# block 1

==> block_1/final_placement.png <==
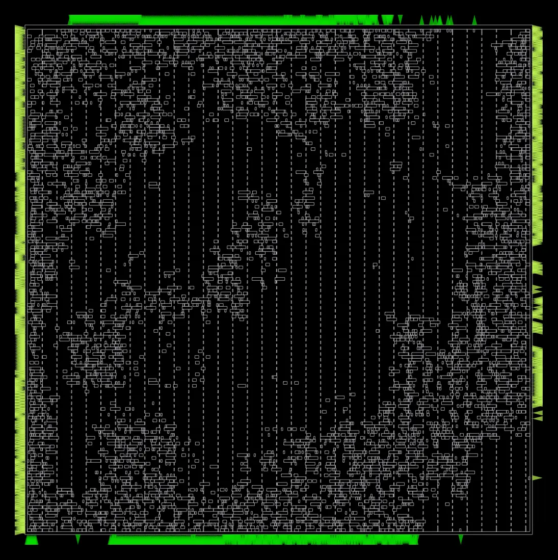

**src/rtl/afu_rd_req_tracker.sv**
```systemverilog
// Bulk read-request engine: splits a (base, len) command into per-line SPL reads,
// caps outstanding requests, and forwards tagged responses to the AFU.
module afu_rd_req_tracker #(
  parameter int MAX_OUTSTANDING = 32,
  parameter int TAG_W           = 14,
  parameter int ADDR_W          = 42,
  parameter int LEN_W           = 16
) (
  input  logic               vl_clk_LPdomain_32ui,
  input  logic               ffs_vl_LP32ui_lp2sy_SystemReset_n,
  input  logic               spl_enable,
  input  logic               cmd_valid,
  output logic               cmd_ready,
  input  logic [ADDR_W-1:0]  cmd_addr,
  input  logic [LEN_W-1:0]   cmd_len,
  input  logic               spl_tx_rd_almostfull,
  output logic               afu_tx_rd_valid,
  output logic [98:0]        afu_tx_rd_hdr,
  input  logic               spl_rx_rd_valid,
  input  logic [23:0]        spl_rx_hdr0,
  input  logic [511:0]       spl_rx_data,
  output logic               rd_data_valid,
  output logic [511:0]       rd_data,
  output logic [LEN_W-1:0]   rd_data_idx,
  output logic               busy,
  output logic               done
);

  localparam int OUT_W = $clog2(MAX_OUTSTANDING) + 1;

  typedef enum logic [1:0] {IDLE, ISSUE, DRAIN, DONE} state_t;

  state_t            state;
  logic [ADDR_W-1:0] base_addr;
  logic [LEN_W-1:0]  len_q;
  logic [LEN_W-1:0]  issue_cnt;
  logic [LEN_W-1:0]  ret_cnt;
  logic [OUT_W-1:0]  outstanding;
  logic              stray_err;

  logic              can_issue;
  logic              rsp_take;
  logic              ret_last;
  logic [TAG_W-1:0]  issue_tag;
  logic [TAG_W-1:0]  rsp_tag;
  logic [ADDR_W-1:0] issue_addr;
  logic              unused_bits;

  function automatic logic [98:0] make_hdr(input logic [ADDR_W-1:0] addr,
                                           input logic [TAG_W-1:0]  tag);
    logic [98:0] h;
    h                  = '0;
    h[TAG_W +: ADDR_W] = addr;
    h[TAG_W-1:0]       = tag;
    return h;
  endfunction

  assign issue_tag  = TAG_W'(issue_cnt);
  assign issue_addr = base_addr + ADDR_W'(issue_cnt);
  assign rsp_tag    = spl_rx_hdr0[TAG_W-1:0];

  assign can_issue = (state == ISSUE) && spl_enable && !spl_tx_rd_almostfull &&
                     (outstanding < OUT_W'(MAX_OUTSTANDING)) && (issue_cnt < len_q);
  // Responses only count while a command is live; anything in IDLE is stray.
  assign rsp_take  = (state != IDLE) && spl_rx_rd_valid;
  assign ret_last  = (ret_cnt == len_q) ||
                     (rsp_take && (ret_cnt == len_q - LEN_W'(1)));

  assign unused_bits = ^{stray_err, spl_rx_hdr0[23:TAG_W]};

  always_ff @(posedge vl_clk_LPdomain_32ui or negedge ffs_vl_LP32ui_lp2sy_SystemReset_n) begin
    if (!ffs_vl_LP32ui_lp2sy_SystemReset_n) begin
      state           <= IDLE;
      cmd_ready       <= 1'b1;
      busy            <= 1'b0;
      done            <= 1'b0;
      afu_tx_rd_valid <= 1'b0;
      afu_tx_rd_hdr   <= '0;
      rd_data_valid   <= 1'b0;
      rd_data         <= '0;
      rd_data_idx     <= '0;
      base_addr       <= '0;
      len_q           <= '0;
      issue_cnt       <= '0;
      ret_cnt         <= '0;
      outstanding     <= '0;
      stray_err       <= 1'b0;
    end else begin
      // Stage p1: registered request and response outputs
      afu_tx_rd_valid <= can_issue;
      rd_data_valid   <= rsp_take;
      done            <= 1'b0;

      if (can_issue) begin
        afu_tx_rd_hdr <= make_hdr(issue_addr, issue_tag);
        issue_cnt     <= issue_cnt + LEN_W'(1);
      end

      if (rsp_take) begin
        rd_data     <= spl_rx_data;
        rd_data_idx <= LEN_W'(rsp_tag);
        ret_cnt     <= ret_cnt + LEN_W'(1);
      end

      if (can_issue && !rsp_take)
        outstanding <= outstanding + OUT_W'(1);
      else if (!can_issue && rsp_take)
        outstanding <= outstanding - OUT_W'(1);

      if ((state == IDLE) && spl_rx_rd_valid)
        stray_err <= 1'b1;

      unique case (state)
        IDLE: begin
          if (cmd_valid && cmd_ready) begin
            base_addr   <= cmd_addr;
            len_q       <= cmd_len;
            issue_cnt   <= '0;
            ret_cnt     <= '0;
            outstanding <= '0;
            cmd_ready   <= 1'b0;
            busy        <= 1'b1;
            state       <= (cmd_len == '0) ? DONE : ISSUE;
          end
        end
        ISSUE: begin
          if (can_issue && (issue_cnt == len_q - LEN_W'(1)))
            state <= DRAIN;
        end
        DRAIN: begin
          if (ret_last)
            state <= DONE;
        end
        DONE: begin
          done      <= 1'b1;
          busy      <= 1'b0;
          cmd_ready <= 1'b1;
          state     <= IDLE;
        end
        default: state <= IDLE;
      endcase
    end
  end

endmodule

```
**config.mk**
```make
export PLATFORM = sky130hd
export DESIGN_NAME = afu_rd_req_tracker
export DESIGN_NICKNAME = d
export VERILOG_FILES = /design/src/rtl/afu_rd_req_tracker.sv
export SDC_FILE = /design/constraint.sdc
export NUM_CORES = 1
export LEC_CHECK = 0
export CORE_AREA = 2 2 476 478
export DETAILED_ROUTE_END_ITERATION = 6
export DIE_AREA = 0 0 478 480
export PLACE_DENSITY = 0.41
export SYNTH_ARGS = -nofsm -noshare
export SYNTH_HDL_FRONTEND = slang
export SYNTH_SLANG_ARGS = --single-unit
```
**constraint.sdc**
```tcl
create_clock -name vl_clk_LPdomain_32ui -period 4.9 [get_ports vl_clk_LPdomain_32ui]
set_input_delay 0.735 -clock vl_clk_LPdomain_32ui [delete_from_list [all_inputs] [get_ports vl_clk_LPdomain_32ui]]
set_output_delay 0.735 -clock vl_clk_LPdomain_32ui [all_outputs]
set_load 0.02 [all_outputs]
```
# block 2

File: src/rtl/y86_pkg.sv
// y86_pkg: constants shared by the Y86-64 SEQ decode and write-back stages.
//
// Contents:
//   DEFAULT_DATA_W  default register/data width (64)
//   IHALT..IPOPQ    instruction codes 0..11 (12..15 are illegal)
//   RRSP            register index of %rsp
//   RNONE           register index meaning "no register"
//   isLegalIcode    true for icodes that may commit

package y86_pkg;

    localparam int DEFAULT_DATA_W = 64;

    localparam logic [3:0] IHALT   = 4'd0;
    localparam logic [3:0] INOP    = 4'd1;
    localparam logic [3:0] IRRMOVQ = 4'd2;
    localparam logic [3:0] IIRMOVQ = 4'd3;
    localparam logic [3:0] IRMMOVQ = 4'd4;
    localparam logic [3:0] IMRMOVQ = 4'd5;
    localparam logic [3:0] IOPQ    = 4'd6;
    localparam logic [3:0] IJXX    = 4'd7;
    localparam logic [3:0] ICALL   = 4'd8;
    localparam logic [3:0] IRET    = 4'd9;
    localparam logic [3:0] IPUSHQ  = 4'd10;
    localparam logic [3:0] IPOPQ   = 4'd11;

    localparam logic [3:0] RRSP  = 4'd4;
    localparam logic [3:0] RNONE = 4'd15;

    // Codes above IPOPQ are not part of the ISA and must never change state.
    function automatic logic isLegalIcode(input logic [3:0] icode);
        return (icode <= IPOPQ);
    endfunction

endpackage

File: src/rtl/wb_dst_sel.sv
// wb_dst_sel: combinational selection of the E and M write destinations
// for the committing instruction.
//
// Ports:
//   icode_i  instruction code
//   rA_i     register field A
//   rB_i     register field B
//   cnd_i    condition result (only meaningful for cmovXX)
//   dstE_o   destination for valE (RNONE = none)
//   dstM_o   destination for valM (RNONE = none)

module wb_dst_sel
    import y86_pkg::*;
(
    input  logic [3:0] icode_i,
    input  logic [3:0] rA_i,
    input  logic [3:0] rB_i,
    input  logic       cnd_i,
    output logic [3:0] dstE_o,
    output logic [3:0] dstM_o
);

    // E destination: rrmovq doubles as cmovXX, so a failed condition
    // suppresses the write by selecting RNONE. Stack ops update %rsp.
    always_comb begin
        dstE_o = RNONE;
        case (icode_i)
            IRRMOVQ:                     dstE_o = cnd_i ? rB_i : RNONE;
            IIRMOVQ, IOPQ:               dstE_o = rB_i;
            ICALL, IRET, IPUSHQ, IPOPQ:  dstE_o = RRSP;
            default:                     dstE_o = RNONE;
        endcase
    end

    // M destination: only loads from memory (mrmovq, popq) write valM.
    always_comb begin
        dstM_o = RNONE;
        if (icode_i == IMRMOVQ || icode_i == IPOPQ) begin
            dstM_o = rA_i;
        end
    end

endmodule

File: src/rtl/regfile_writeback.sv
// regfile_writeback: write-back end of the Y86-64 SEQ register file.
// Commits valE/valM to the selected destinations, serves two combinational
// read ports, holds the sticky halt latch and counts retired instructions.
//
// Ports:
//   clk, rst_n       clock (rising edge), synchronous active-low reset
//   wb_en            instruction valid for commit this cycle
//   icode, rA, rB    fields of the committing instruction
//   cnd              execute-stage condition (cmovXX)
//   valE, valM       ALU result and memory read data
//   srcA/srcB        read addresses (15 = none, reads 0)
//   valA/valB        read data
//   dstE/dstM        selected destinations
//   halted           sticky, set when halt commits
//   retired          committed-instruction count, wraps
//
// Optional build macro: REGFILE_WB_BYPASS_EN forwards same-cycle write data
// to the read ports (valM before valE before the stored value).

module regfile_writeback
    import y86_pkg::*;
#(
    parameter int DATA_W = DEFAULT_DATA_W,
    parameter int NREGS  = 15,
    parameter int CNT_W  = 32
) (
    input  logic              clk,
    input  logic              rst_n,
    input  logic              wb_en,
    input  logic [3:0]        icode,
    input  logic [3:0]        rA,
    input  logic [3:0]        rB,
    input  logic              cnd,
    input  logic [DATA_W-1:0] valE,
    input  logic [DATA_W-1:0] valM,
    input  logic [3:0]        srcA,
    input  logic [3:0]        srcB,
    output logic [DATA_W-1:0] valA,
    output logic [DATA_W-1:0] valB,
    output logic [3:0]        dstE,
    output logic [3:0]        dstM,
    output logic              halted,
    output logic [CNT_W-1:0]  retired
);

    logic [DATA_W-1:0] regs_q [NREGS];
    logic              halted_q;
    logic [CNT_W-1:0]  retired_q;
    logic [CNT_W-1:0]  retired_d;
    logic              commit;

    wb_dst_sel u_dst_sel (
        .icode_i (icode),
        .rA_i    (rA),
        .rB_i    (rB),
        .cnd_i   (cnd),
        .dstE_o  (dstE),
        .dstM_o  (dstM)
    );

    // Once halted, nothing else may commit until reset.
    assign commit    = wb_en & ~halted_q & isLegalIcode(icode);
    assign retired_d = retired_q + CNT_W'(1);

    // Register array, halt latch and counter. The valM write is placed
    // after the valE write so it wins when both target the same register
    // (popq %rsp).
    always_ff @(posedge clk) begin
        if (!rst_n) begin
            for (int i = 0; i < NREGS; i++) begin
                regs_q[i] <= '0;
            end
            halted_q  <= 1'b0;
            retired_q <= '0;
        end else if (commit) begin
            if (dstE != RNONE) begin
                regs_q[dstE] <= valE;
            end
            if (dstM != RNONE) begin
                regs_q[dstM] <= valM;
            end
            retired_q <= retired_d;
            if (icode == IHALT) begin
                halted_q <= 1'b1;
            end
        end
    end

    // Read port: RNONE reads as zero. With forwarding enabled, the value
    // being committed this cycle is returned instead of the stale copy.
    function automatic logic [DATA_W-1:0] readPort(input logic [3:0] src);
        logic [DATA_W-1:0] data;
        data = (src == RNONE) ? '0 : regs_q[src];
`ifdef REGFILE_WB_BYPASS_EN
        if (commit && src != RNONE && src == dstM) begin
            data = valM;
        end else if (commit && src != RNONE && src == dstE) begin
            data = valE;
        end
`endif
        return data;
    endfunction

    always_comb begin
        valA = readPort(srcA);
        valB = readPort(srcB);
    end

    assign halted  = halted_q;
    assign retired = retired_q;

endmodule

File: config.mk
export PLATFORM = sky130hd
export DESIGN_NAME = regfile_writeback
export DESIGN_NICKNAME = d
export VERILOG_FILES = /design/src/rtl/y86_pkg.sv /design/src/rtl/wb_dst_sel.sv /design/src/rtl/regfile_writeback.sv
export SDC_FILE = /design/constraint.sdc
export NUM_CORES = 2
export LEC_CHECK = 0
export ABC_CLOCK_PERIOD_IN_PS = 5200
export CAP_MARGIN = 25
export CORE_ASPECT_RATIO = 0.5
export CORE_MARGIN = 2
export CORE_UTILIZATION = 30
export CTS_CLUSTER_DIAMETER = 30
export CTS_CLUSTER_SIZE = 30
export DETAILED_ROUTE_END_ITERATION = 7
export DONT_BUFFER_PORTS = 1
export GPL_TIMING_DRIVEN = 0
export PLACE_DENSITY = 0.55
export SETUP_SLACK_MARGIN = 0.05
export SLEW_MARGIN = 20
export SYNTH_ARGS = -nofsm -noshare
export SYNTH_HDL_FRONTEND = slang
export SYNTH_SLANG_ARGS = --single-unit
File: constraint.sdc
create_clock -name clk -period 5.2 [get_ports clk]
set_input_delay 0.78 -clock clk [delete_from_list [all_inputs] [get_ports clk]]
set_output_delay 0.78 -clock clk [all_outputs]
set_load 0.05 [all_outputs]
# block 3

File: src/rtl/axi_lite_pkg.sv
// Shared definitions for the AXI4-Lite slave frontend: response codes,
// frontend FSM states and the backend request record.
package axi_lite_pkg;

    localparam logic [1:0] RESP_OKAY   = 2'b00;
    localparam logic [1:0] RESP_SLVERR = 2'b10;

    typedef enum logic [2:0] {
        S_IDLE,
        S_REQ,
        S_WAIT_RSP,
        S_BRESP,
        S_RRESP
    } fe_state_e;

    typedef struct packed {
        logic [31:0] addr;
        logic [31:0] data;
        logic [3:0]  be;
        logic [2:0]  prot;
    } axi_lite_req_t;

endpackage

File: src/rtl/axi_lite_skid_slot.sv
// Single-entry holding buffer: accepts one beat when empty and keeps it
// until the owner frees it. Ready is registered and equals "slot empty".
module axi_lite_skid_slot #(
    parameter int W = 32
) (
    input  logic         clk,
    input  logic         rst,
    input  logic         in_valid_i,
    output logic         in_ready_o,
    input  logic [W-1:0] in_data_i,
    input  logic         free_i,
    output logic         full_o,
    output logic [W-1:0] data_o
);

    logic         full_q, full_d, rdy_q;
    logic [W-1:0] data_q, data_d;

    always_comb begin
        full_d = full_q;
        data_d = data_q;
        if (in_valid_i && rdy_q) begin
            full_d = 1'b1;
            data_d = in_data_i;
        end
        // ready is low while full, so a free never coincides with a capture
        if (free_i) full_d = 1'b0;
    end

    always_ff @(posedge clk or posedge rst) begin
        if (rst) begin
            full_q <= 1'b0;
            rdy_q  <= 1'b0;
            data_q <= '0;
        end else begin
            full_q <= full_d;
            rdy_q  <= !full_d;
            data_q <= data_d;
        end
    end

    assign in_ready_o = rdy_q;
    assign full_o     = full_q;
    assign data_o     = data_q;

endmodule

File: src/rtl/axi_lite_slave_frontend.sv
// AXI4-Lite slave frontend: buffers AW/W/AR, issues one backend request at a
// time with write/read round-robin, and returns B/R with a response timeout.
module axi_lite_slave_frontend
    import axi_lite_pkg::*;
#(
    parameter int AW_AXI         = 32,
    parameter int DW_AXI         = 32,
    parameter int TIMEOUT_CYCLES = 256
) (
    input  logic                  axi_clk,
    input  logic                  sys_areset,
    input  logic                  s_axi_awvalid,
    output logic                  s_axi_awready,
    input  logic [AW_AXI-1:0]     s_axi_awaddr,
    input  logic [2:0]            s_axi_awprot,
    input  logic                  s_axi_wvalid,
    output logic                  s_axi_wready,
    input  logic [DW_AXI-1:0]     s_axi_wdata,
    input  logic [DW_AXI/8-1:0]   s_axi_wstrb,
    output logic                  s_axi_bvalid,
    input  logic                  s_axi_bready,
    output logic [1:0]            s_axi_bresp,
    input  logic                  s_axi_arvalid,
    output logic                  s_axi_arready,
    input  logic [AW_AXI-1:0]     s_axi_araddr,
    input  logic [2:0]            s_axi_arprot,
    output logic                  s_axi_rvalid,
    input  logic                  s_axi_rready,
    output logic [DW_AXI-1:0]     s_axi_rdata,
    output logic [1:0]            s_axi_rresp,
    output logic                  req_valid,
    input  logic                  req_ready,
    output logic                  req_write,
    output logic [AW_AXI-1:0]     req_addr,
    output logic [DW_AXI-1:0]     req_wdata,
    output logic [DW_AXI/8-1:0]   req_be,
    output logic [2:0]            req_prot,
    input  logic                  rsp_valid,
    input  logic [DW_AXI-1:0]     rsp_rdata,
    input  logic [1:0]            rsp_resp
);

    localparam int BW = DW_AXI / 8;
    localparam int CW = (TIMEOUT_CYCLES < 2) ? 1 : $clog2(TIMEOUT_CYCLES);
    localparam logic [CW-1:0] TLIM = CW'((TIMEOUT_CYCLES == 0) ? 0 : TIMEOUT_CYCLES - 1);

    logic                aw_full, w_full, ar_full, free_wr, free_rd;
    logic [AW_AXI+2:0]   aw_buf, ar_buf;
    logic [DW_AXI+BW-1:0] w_buf;

    axi_lite_skid_slot #(.W(AW_AXI+3)) u_aw (
        .clk(axi_clk), .rst(sys_areset), .in_valid_i(s_axi_awvalid), .in_ready_o(s_axi_awready),
        .in_data_i({s_axi_awprot, s_axi_awaddr}), .free_i(free_wr), .full_o(aw_full), .data_o(aw_buf));
    axi_lite_skid_slot #(.W(DW_AXI+BW)) u_w (
        .clk(axi_clk), .rst(sys_areset), .in_valid_i(s_axi_wvalid), .in_ready_o(s_axi_wready),
        .in_data_i({s_axi_wstrb, s_axi_wdata}), .free_i(free_wr), .full_o(w_full), .data_o(w_buf));
    axi_lite_skid_slot #(.W(AW_AXI+3)) u_ar (
        .clk(axi_clk), .rst(sys_areset), .in_valid_i(s_axi_arvalid), .in_ready_o(s_axi_arready),
        .in_data_i({s_axi_arprot, s_axi_araddr}), .free_i(free_rd), .full_o(ar_full), .data_o(ar_buf));

    fe_state_e          state_q, state_d;
    logic               cur_wr_q, cur_wr_d, last_wr_q, last_wr_d;
    logic [1:0]         resp_q, resp_d;
    logic [DW_AXI-1:0]  rdata_q, rdata_d;
    logic [CW-1:0]      cnt_q, cnt_d;
    logic               wr_pend, rd_pend;

    assign wr_pend = aw_full && w_full;
    assign rd_pend = ar_full;

    always_comb begin
        state_d   = state_q;
        cur_wr_d  = cur_wr_q;
        last_wr_d = last_wr_q;
        resp_d    = resp_q;
        rdata_d   = rdata_q;
        cnt_d     = cnt_q;
        free_wr   = 1'b0;
        free_rd   = 1'b0;
        case (state_q)
            S_IDLE: if (wr_pend || rd_pend) begin
                state_d  = S_REQ;
                cur_wr_d = wr_pend && (!rd_pend || !last_wr_q);
                // the pointer only moves when both types actually competed
                if (wr_pend && rd_pend) last_wr_d = cur_wr_d;
            end
            S_REQ: if (req_ready) begin
                state_d = S_WAIT_RSP;
                cnt_d   = '0;
            end
            S_WAIT_RSP: begin
                if (rsp_valid) begin
                    resp_d  = rsp_resp;
                    rdata_d = rsp_rdata;
                    state_d = cur_wr_q ? S_BRESP : S_RRESP;
                end else if (TIMEOUT_CYCLES != 0 && cnt_q == TLIM) begin
                    resp_d  = RESP_SLVERR;
                    rdata_d = '0;
                    state_d = cur_wr_q ? S_BRESP : S_RRESP;
                end else begin
                    cnt_d = cnt_q + CW'(1);
                end
            end
            S_BRESP: if (s_axi_bready) begin
                free_wr = 1'b1;
                state_d = S_IDLE;
            end
            S_RRESP: if (s_axi_rready) begin
                free_rd = 1'b1;
                state_d = S_IDLE;
            end
            default: state_d = S_IDLE;
        endcase
    end

    always_ff @(posedge axi_clk or posedge sys_areset) begin
        if (sys_areset) begin
            state_q   <= S_IDLE;
            cur_wr_q  <= 1'b0;
            last_wr_q <= 1'b0;
            resp_q    <= RESP_OKAY;
            rdata_q   <= '0;
            cnt_q     <= '0;
        end else begin
            state_q   <= state_d;
            cur_wr_q  <= cur_wr_d;
            last_wr_q <= last_wr_d;
            resp_q    <= resp_d;
            rdata_q   <= rdata_d;
            cnt_q     <= cnt_d;
        end
    end

    assign req_valid = (state_q == S_REQ);
    assign req_write = req_valid && cur_wr_q;
    assign req_addr  = !req_valid ? '0 : (cur_wr_q ? aw_buf[AW_AXI-1:0] : ar_buf[AW_AXI-1:0]);
    assign req_prot  = !req_valid ? '0 : (cur_wr_q ? aw_buf[AW_AXI+2:AW_AXI] : ar_buf[AW_AXI+2:AW_AXI]);
    assign req_wdata = req_write ? w_buf[DW_AXI-1:0] : '0;
    assign req_be    = !req_valid ? '0 : (cur_wr_q ? w_buf[DW_AXI+BW-1:DW_AXI] : '1);

    assign s_axi_bvalid = (state_q == S_BRESP);
    assign s_axi_bresp  = s_axi_bvalid ? resp_q : RESP_OKAY;
    assign s_axi_rvalid = (state_q == S_RRESP);
    assign s_axi_rresp  = s_axi_rvalid ? resp_q : RESP_OKAY;
    assign s_axi_rdata  = s_axi_rvalid ? rdata_q : '0;

endmodule

File: config.mk
export PLATFORM = sky130hd
export DESIGN_NAME = axi_lite_slave_frontend
export DESIGN_NICKNAME = d
export VERILOG_FILES = /design/src/rtl/axi_lite_pkg.sv /design/src/rtl/axi_lite_skid_slot.sv /design/src/rtl/axi_lite_slave_frontend.sv
export SDC_FILE = /design/constraint.sdc
export NUM_CORES = 1
export LEC_CHECK = 0
export CAP_MARGIN = 15
export CORE_MARGIN = 10
export CORE_UTILIZATION = 25
export DETAILED_ROUTE_END_ITERATION = 16
export PLACE_DENSITY_LB_ADDON = 0.15
export SYNTH_ARGS = -nofsm -noshare
export SYNTH_HDL_FRONTEND = slang
export SYNTH_HIERARCHICAL = 1
export SYNTH_SLANG_ARGS = --single-unit
File: constraint.sdc
create_clock -name axi_clk -period 2.3 [get_ports axi_clk]
set_clock_uncertainty 0.2 [all_clocks]
set_input_delay 0.345 -clock axi_clk [delete_from_list [all_inputs] [get_ports axi_clk]]
set_output_delay 0.345 -clock axi_clk [all_outputs]
set_load 0.02 [all_outputs]
==> block_1/metal_stack.png <==
Scale bar: 100 um. Only two layers are drawn.
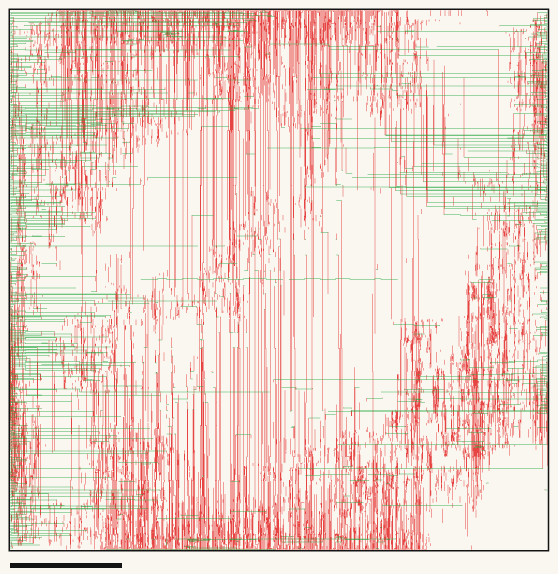
[met3] green | wire length: 24.7 mm
[met2] red | wire length: 91.9 mm
routed length per instance: 25.96 um
final WL: 194,900 um
Tot GR Track Use: 0.1655

## Picture notes: block_1/final_placement.png
final non-filler cell total: 7,508
row count: 174
post-layout util: 0.2114
Well Taps: 2,992

==> impl_metrics.toml, block 1 <==
# yosys + openroad results
[cts]
clock_sinks = 685
cts_tree = "built"
cts_made_buffers = 93
clkLatencyLatePin_ns = 0.73

[logic_synthesis]
ys_types = 75
top_area_frac = 0.5889

[timing]
slew_violations = 0
max_freq_mhz = 241.7

[setup_path]
worstPathBufferInverterCount = 1
r2r-end = "afu_tx_rd_hdr[46]"
path_cells = "ha_1 > inv_1 > fa_1 > nor2b_1 > o21ai_1 > a21boi_2 > nor4_1 > o311ai_4 > nand2_1 > or4_1 > a31oi_1"

[run_status]
status = "completed"

[layout]
top_register = "rd_data"
layout-drive-gt1-share = 0.05155

[route]
drtPass1Iterations = 5
viasPerCell = 3.630

[global_route]
grt_max_degree = 180

[placement]
post-dp-hpwl_um = 158300

[pwr]
p_leak_nw = 21.59
powerDensity_nw_per_um2 = 690.9

[floorplan]
dieHeight_um = 480
==> block 1: per-layer routing <==
layer | global-route usage | up-vias
met2 | 0.2752 | 1125
li1 | - | 12481
met3 | 0.08949 | 410
met4 | 0.04561 | 86
met5 | 0 | -
met1 | 0.1820 | 13150
==> block 1: report_power, final <==
group | switching (mW) | internal [mW]
Combinational | 9.41 | 6.06
Clock | 2.99 | 4.10
Sequential | 1.89 | 8.27
==> block 1: stage by stage <==
step           power (mW)  cells    util  instance area [um2]
2_1_floorplan       16.89   3312       -                29230
3_3_place_gp        26.09   7304  0.1972                44180
3_5_place_dp        26.09   7304  0.1972                44180
4_1_cts             33.55   7473  0.2110                47280
5_1_grt             34.87   7482  0.2111                47300
6_report            32.72   7508  0.2114                47370
==> block 1: final cells by class <==
class / instances / area (um2) / share of cell area
repair buffers: 1209 / 12160 / 0.2568
diodes: 35 / 87.58 / 0.001849
clock inverters: 33 / 400.4 / 0.008453
flip-flops and latches: 685 / 17140 / 0.3619
well taps: 2992 / 3744 / 0.07904
inverters: 44 / 172.7 / 0.003645
clock buffers: 136 / 2700 / 0.05701
multi-input cells: 2374 / 10960 / 0.2313
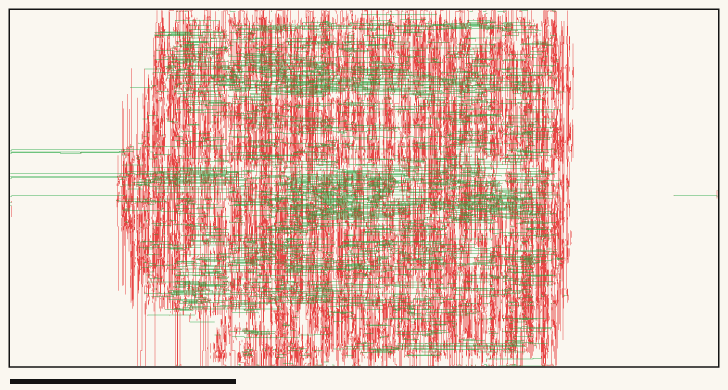
(block_2/metal_stack.png)
Scale bar: 200 um. Only two layers are drawn.
[met3] green | wire length: 39.4 mm
[met2] red | wire length: 127 mm
final WL: 288,300 um
Tot GR Track Use: 0.2827
via count: 51,057
routed length per instance: 37.71 um

==> block_2/clock_map.png <==
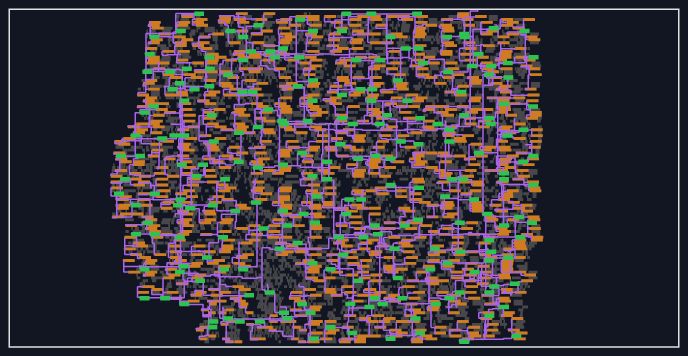
[cells driving clock nets] green | count: 216
[flip-flops] orange | count: 993
[clock wires] purple | length: 16,200 um
routed clock nets: 217
clk_skew: 0.03136 ns
clk latency late pin: 0.87 ns
Clk pwr share: 0.525
power in the clock group: 13.9 mW

==> impl_metrics.toml, block 2 <==
# yosys + openroad results
[timing]
worst_slack_ns = -0.1390
setup_violations = 34

[pwr]
switching_power_mw = 7.083
powerDensity_nw_per_um2 = 376.6

[logic_synthesis]
ys_warn_count = 0
yosys-top-cells-count = "edfxtp_1 (960), nand2_1 (535), a22o_1 (470)"
ys_seq_share = 0.5086
top_area_frac = 0.4972
netlist_instances = 4549
synth-xor-area-share = 0.003172
ys_types = 67

[cts]
cts.clk_slew.worst_paths_ns = 0.04
clockBufferDepth = 3
cts_hold_buf = 0
cts_made_buffers = 216

[run_status]
violations = "setup timing"
status = "complete, but fails checks"

[setup_path]
critPathKind = "primary input to primary output"
path_cells = "clkbuf_1 > buf_2 > nor2b_1 > clkbuf_2 > clkbuf_1 > nand2_1 > o211ai_1 > o211ai_1 > o21ai_1"
r2r-end = "regs_q[13][50]"
cp_top_family = "buffers and inverters"

[floorplan]
dieWidth_um = 625.7
nWellTaps = 2552
dieHeight_um = 314.9

[global_route]
gr-usage-met3 = 0.09678

[layout]
clk_share = 0.1028
comb_share = 0.3661

[job]
drv_cap = 0

[placement]
placed_cells = 7218
[block 2: worst min-delay path by stage]
stage                  endpoint  slack (ns)  depth (start not counted)
floorplan           retired[30]        0.70                          2
global placement    retired[30]        0.73                          2
detailed placement  retired[30]        0.74                          2
CTS                      halted        0.08                          2
global route             halted        0.11                          2
finish                   halted        0.11                          2
[block 2: placed cells by master, fill, tap and decap left out, types with 157 or more instances in the layout]
cell	Yosys	final
a22o_1	470	470
mux2i_1	195	195
clkbuf_1	357	365
edfxtp_1	960	960
nand2_1	535	533
clkbuf_16	0	220
mux4_2	384	384
buf_2	154	157
o211ai_1	196	196
o31ai_1	197	197
[block 2: logic make-up after synthesis]
group | count (synthesis)
AOI/OAI and AO/OA | 1443
xor gates and xnor gates | 21
adders and majority gates | 1
buffers and inverters | 687
DFF | 993
muxes | 579
and+or+nand+nor | 825
[block 2: routing by layer]
layer,vias up,part of all wire
met1,25653,0.34
met2,4906,0.44
met5,-,0.00044
li1,19265,-
met4,12,0.085
met3,1221,0.14
[block 2: state kept, by name, indices dropped and copies added (netlist names)]
| name | flops |
|---|---|
| halted | 1 |
| regs_q | 960 |
| retired | 32 |
==> block_3/pdn.png <==
Scale bar: 50 um. Pins as bars on the die edge. Tap cells in gray.
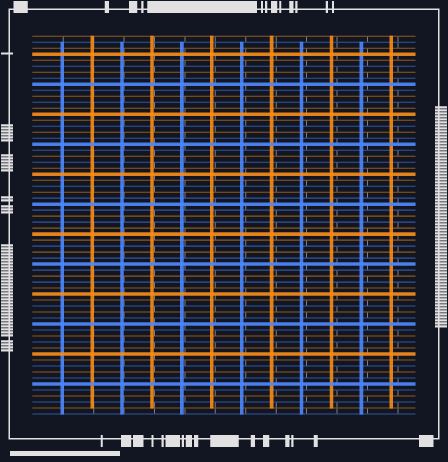
[VSS] blue
[VDD] orange
met1 rails: 64
rows: 63
tap cells: 390
peak supply drop: 0.4664 mV
die span in y: 194.2 um
Core ar.: 29,800 um2
Die X: 194.2 um

==> impl_metrics.toml, block 3 <==
# yosys + openroad results
[run_status]
status = "complete, but fails checks"
violations = "setup timing"

[route]
drt_iter0_drc = 246
drtPass1Iterations = 6

[logic_synthesis]
yosys_area_um2 = 7582

[pwr]
switching_share = 0.3568
p_leak_nw = 5.770
p_int_mw = 10.16

[timing]
finalClockPeriodUsage = 1.065
worst_slack_ns = -0.1490
setup_violations = 71

[layout]
nFillCells = 2926
largest_class = "flip-flops and latches"
mostFrequentLayoutCells = "dfrtp_1 (158), clkdlybuf4s50_1 (151), mux2_4 (90), buf_4 (69), buf_6 (67)"
nMultiInputCombCells = 360

[setup_path]
cp-end-kind = "primary output"

[cts]
cts_hold_buf = 0
-- block 3: power groups by stage --
| stage | Sequential (mW) | Combinational (mW) | Clock (mW) |
|---|---|---|---|
| floorplan | 4.70 | 4.36 | 0 |
| global placement | 4.87 | 6.88 | 0 |
| detailed placement | 4.87 | 6.89 | 0 |
| CTS | 4.87 | 7.30 | 3.01 |
| global route | 5.07 | 8.59 | 3.14 |
| finish | 4.90 | 8.01 | 2.89 |
-- block 3: registers in the layout, indices dropped and copies added (netlist names) --
| register | cells |
|---|---|
| u_w/data_o | 36 |
| u_aw/in_ready_o | 1 |
| rdata_q | 32 |
| u_aw/data_o | 35 |
| u_w/in_ready_o | 1 |
| state_q | 3 |
| cur_wr_q | 1 |
| u_w/full_o | 1 |
| resp_q | 2 |
| last_wr_q | 1 |
| u_ar/data_o | 35 |
| u_aw/full_o | 1 |
| cnt_q | 8 |
| u_ar/in_ready_o | 1 |
| u_ar/full_o | 1 |
-- block 3: what timing repair did --
item | 4_1_cts | 5_1_grt
pin swaps | 5 | 5
gates cloned | 3 | 6
gates resized | 549 | 120
setup buffers | 8 | 5
setup endpoints to repair | 111 | 110


==> gallery <==
Placement by cell class.
image #1
Scale bar: 100 um.
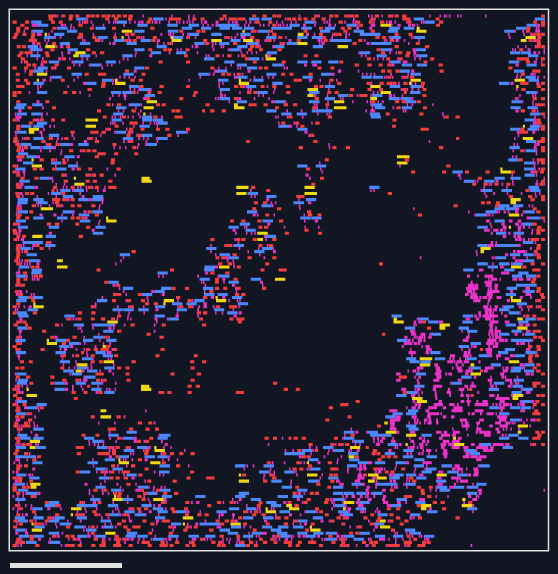
image #2
Scale bar: 200 um.
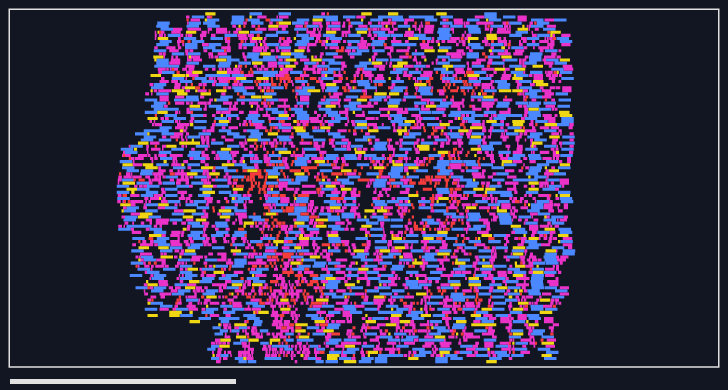
image #3
Scale bar: 50 um.
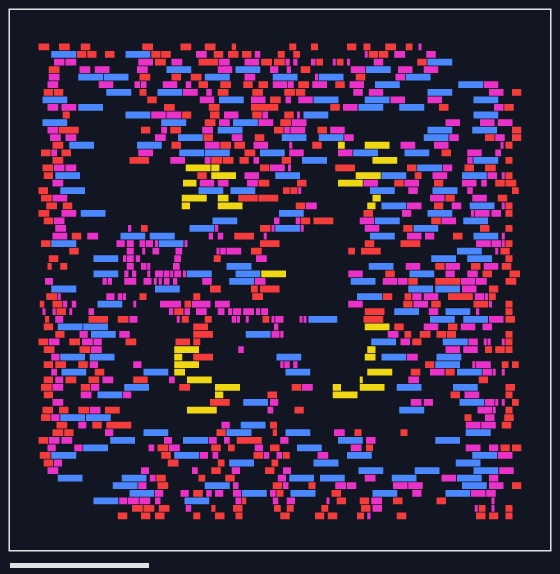
Of these, fewest cells: image #3
For block 2, see image #2.
For block 1, see image #1.
For block 3, see image #3.

Key to image #2:
[other buffers and delay cells] red | cells: 742 | share of their area: 6.5%
[all other logic] magenta | cells: 2,939 | share of their area: 39%
[clock drivers and dummy loads] yellow | cells: 397 | share of their area: 11%
[flip-flops] blue | cells: 993 | share of their area: 44%

Power and IR drop assume default switching activity.
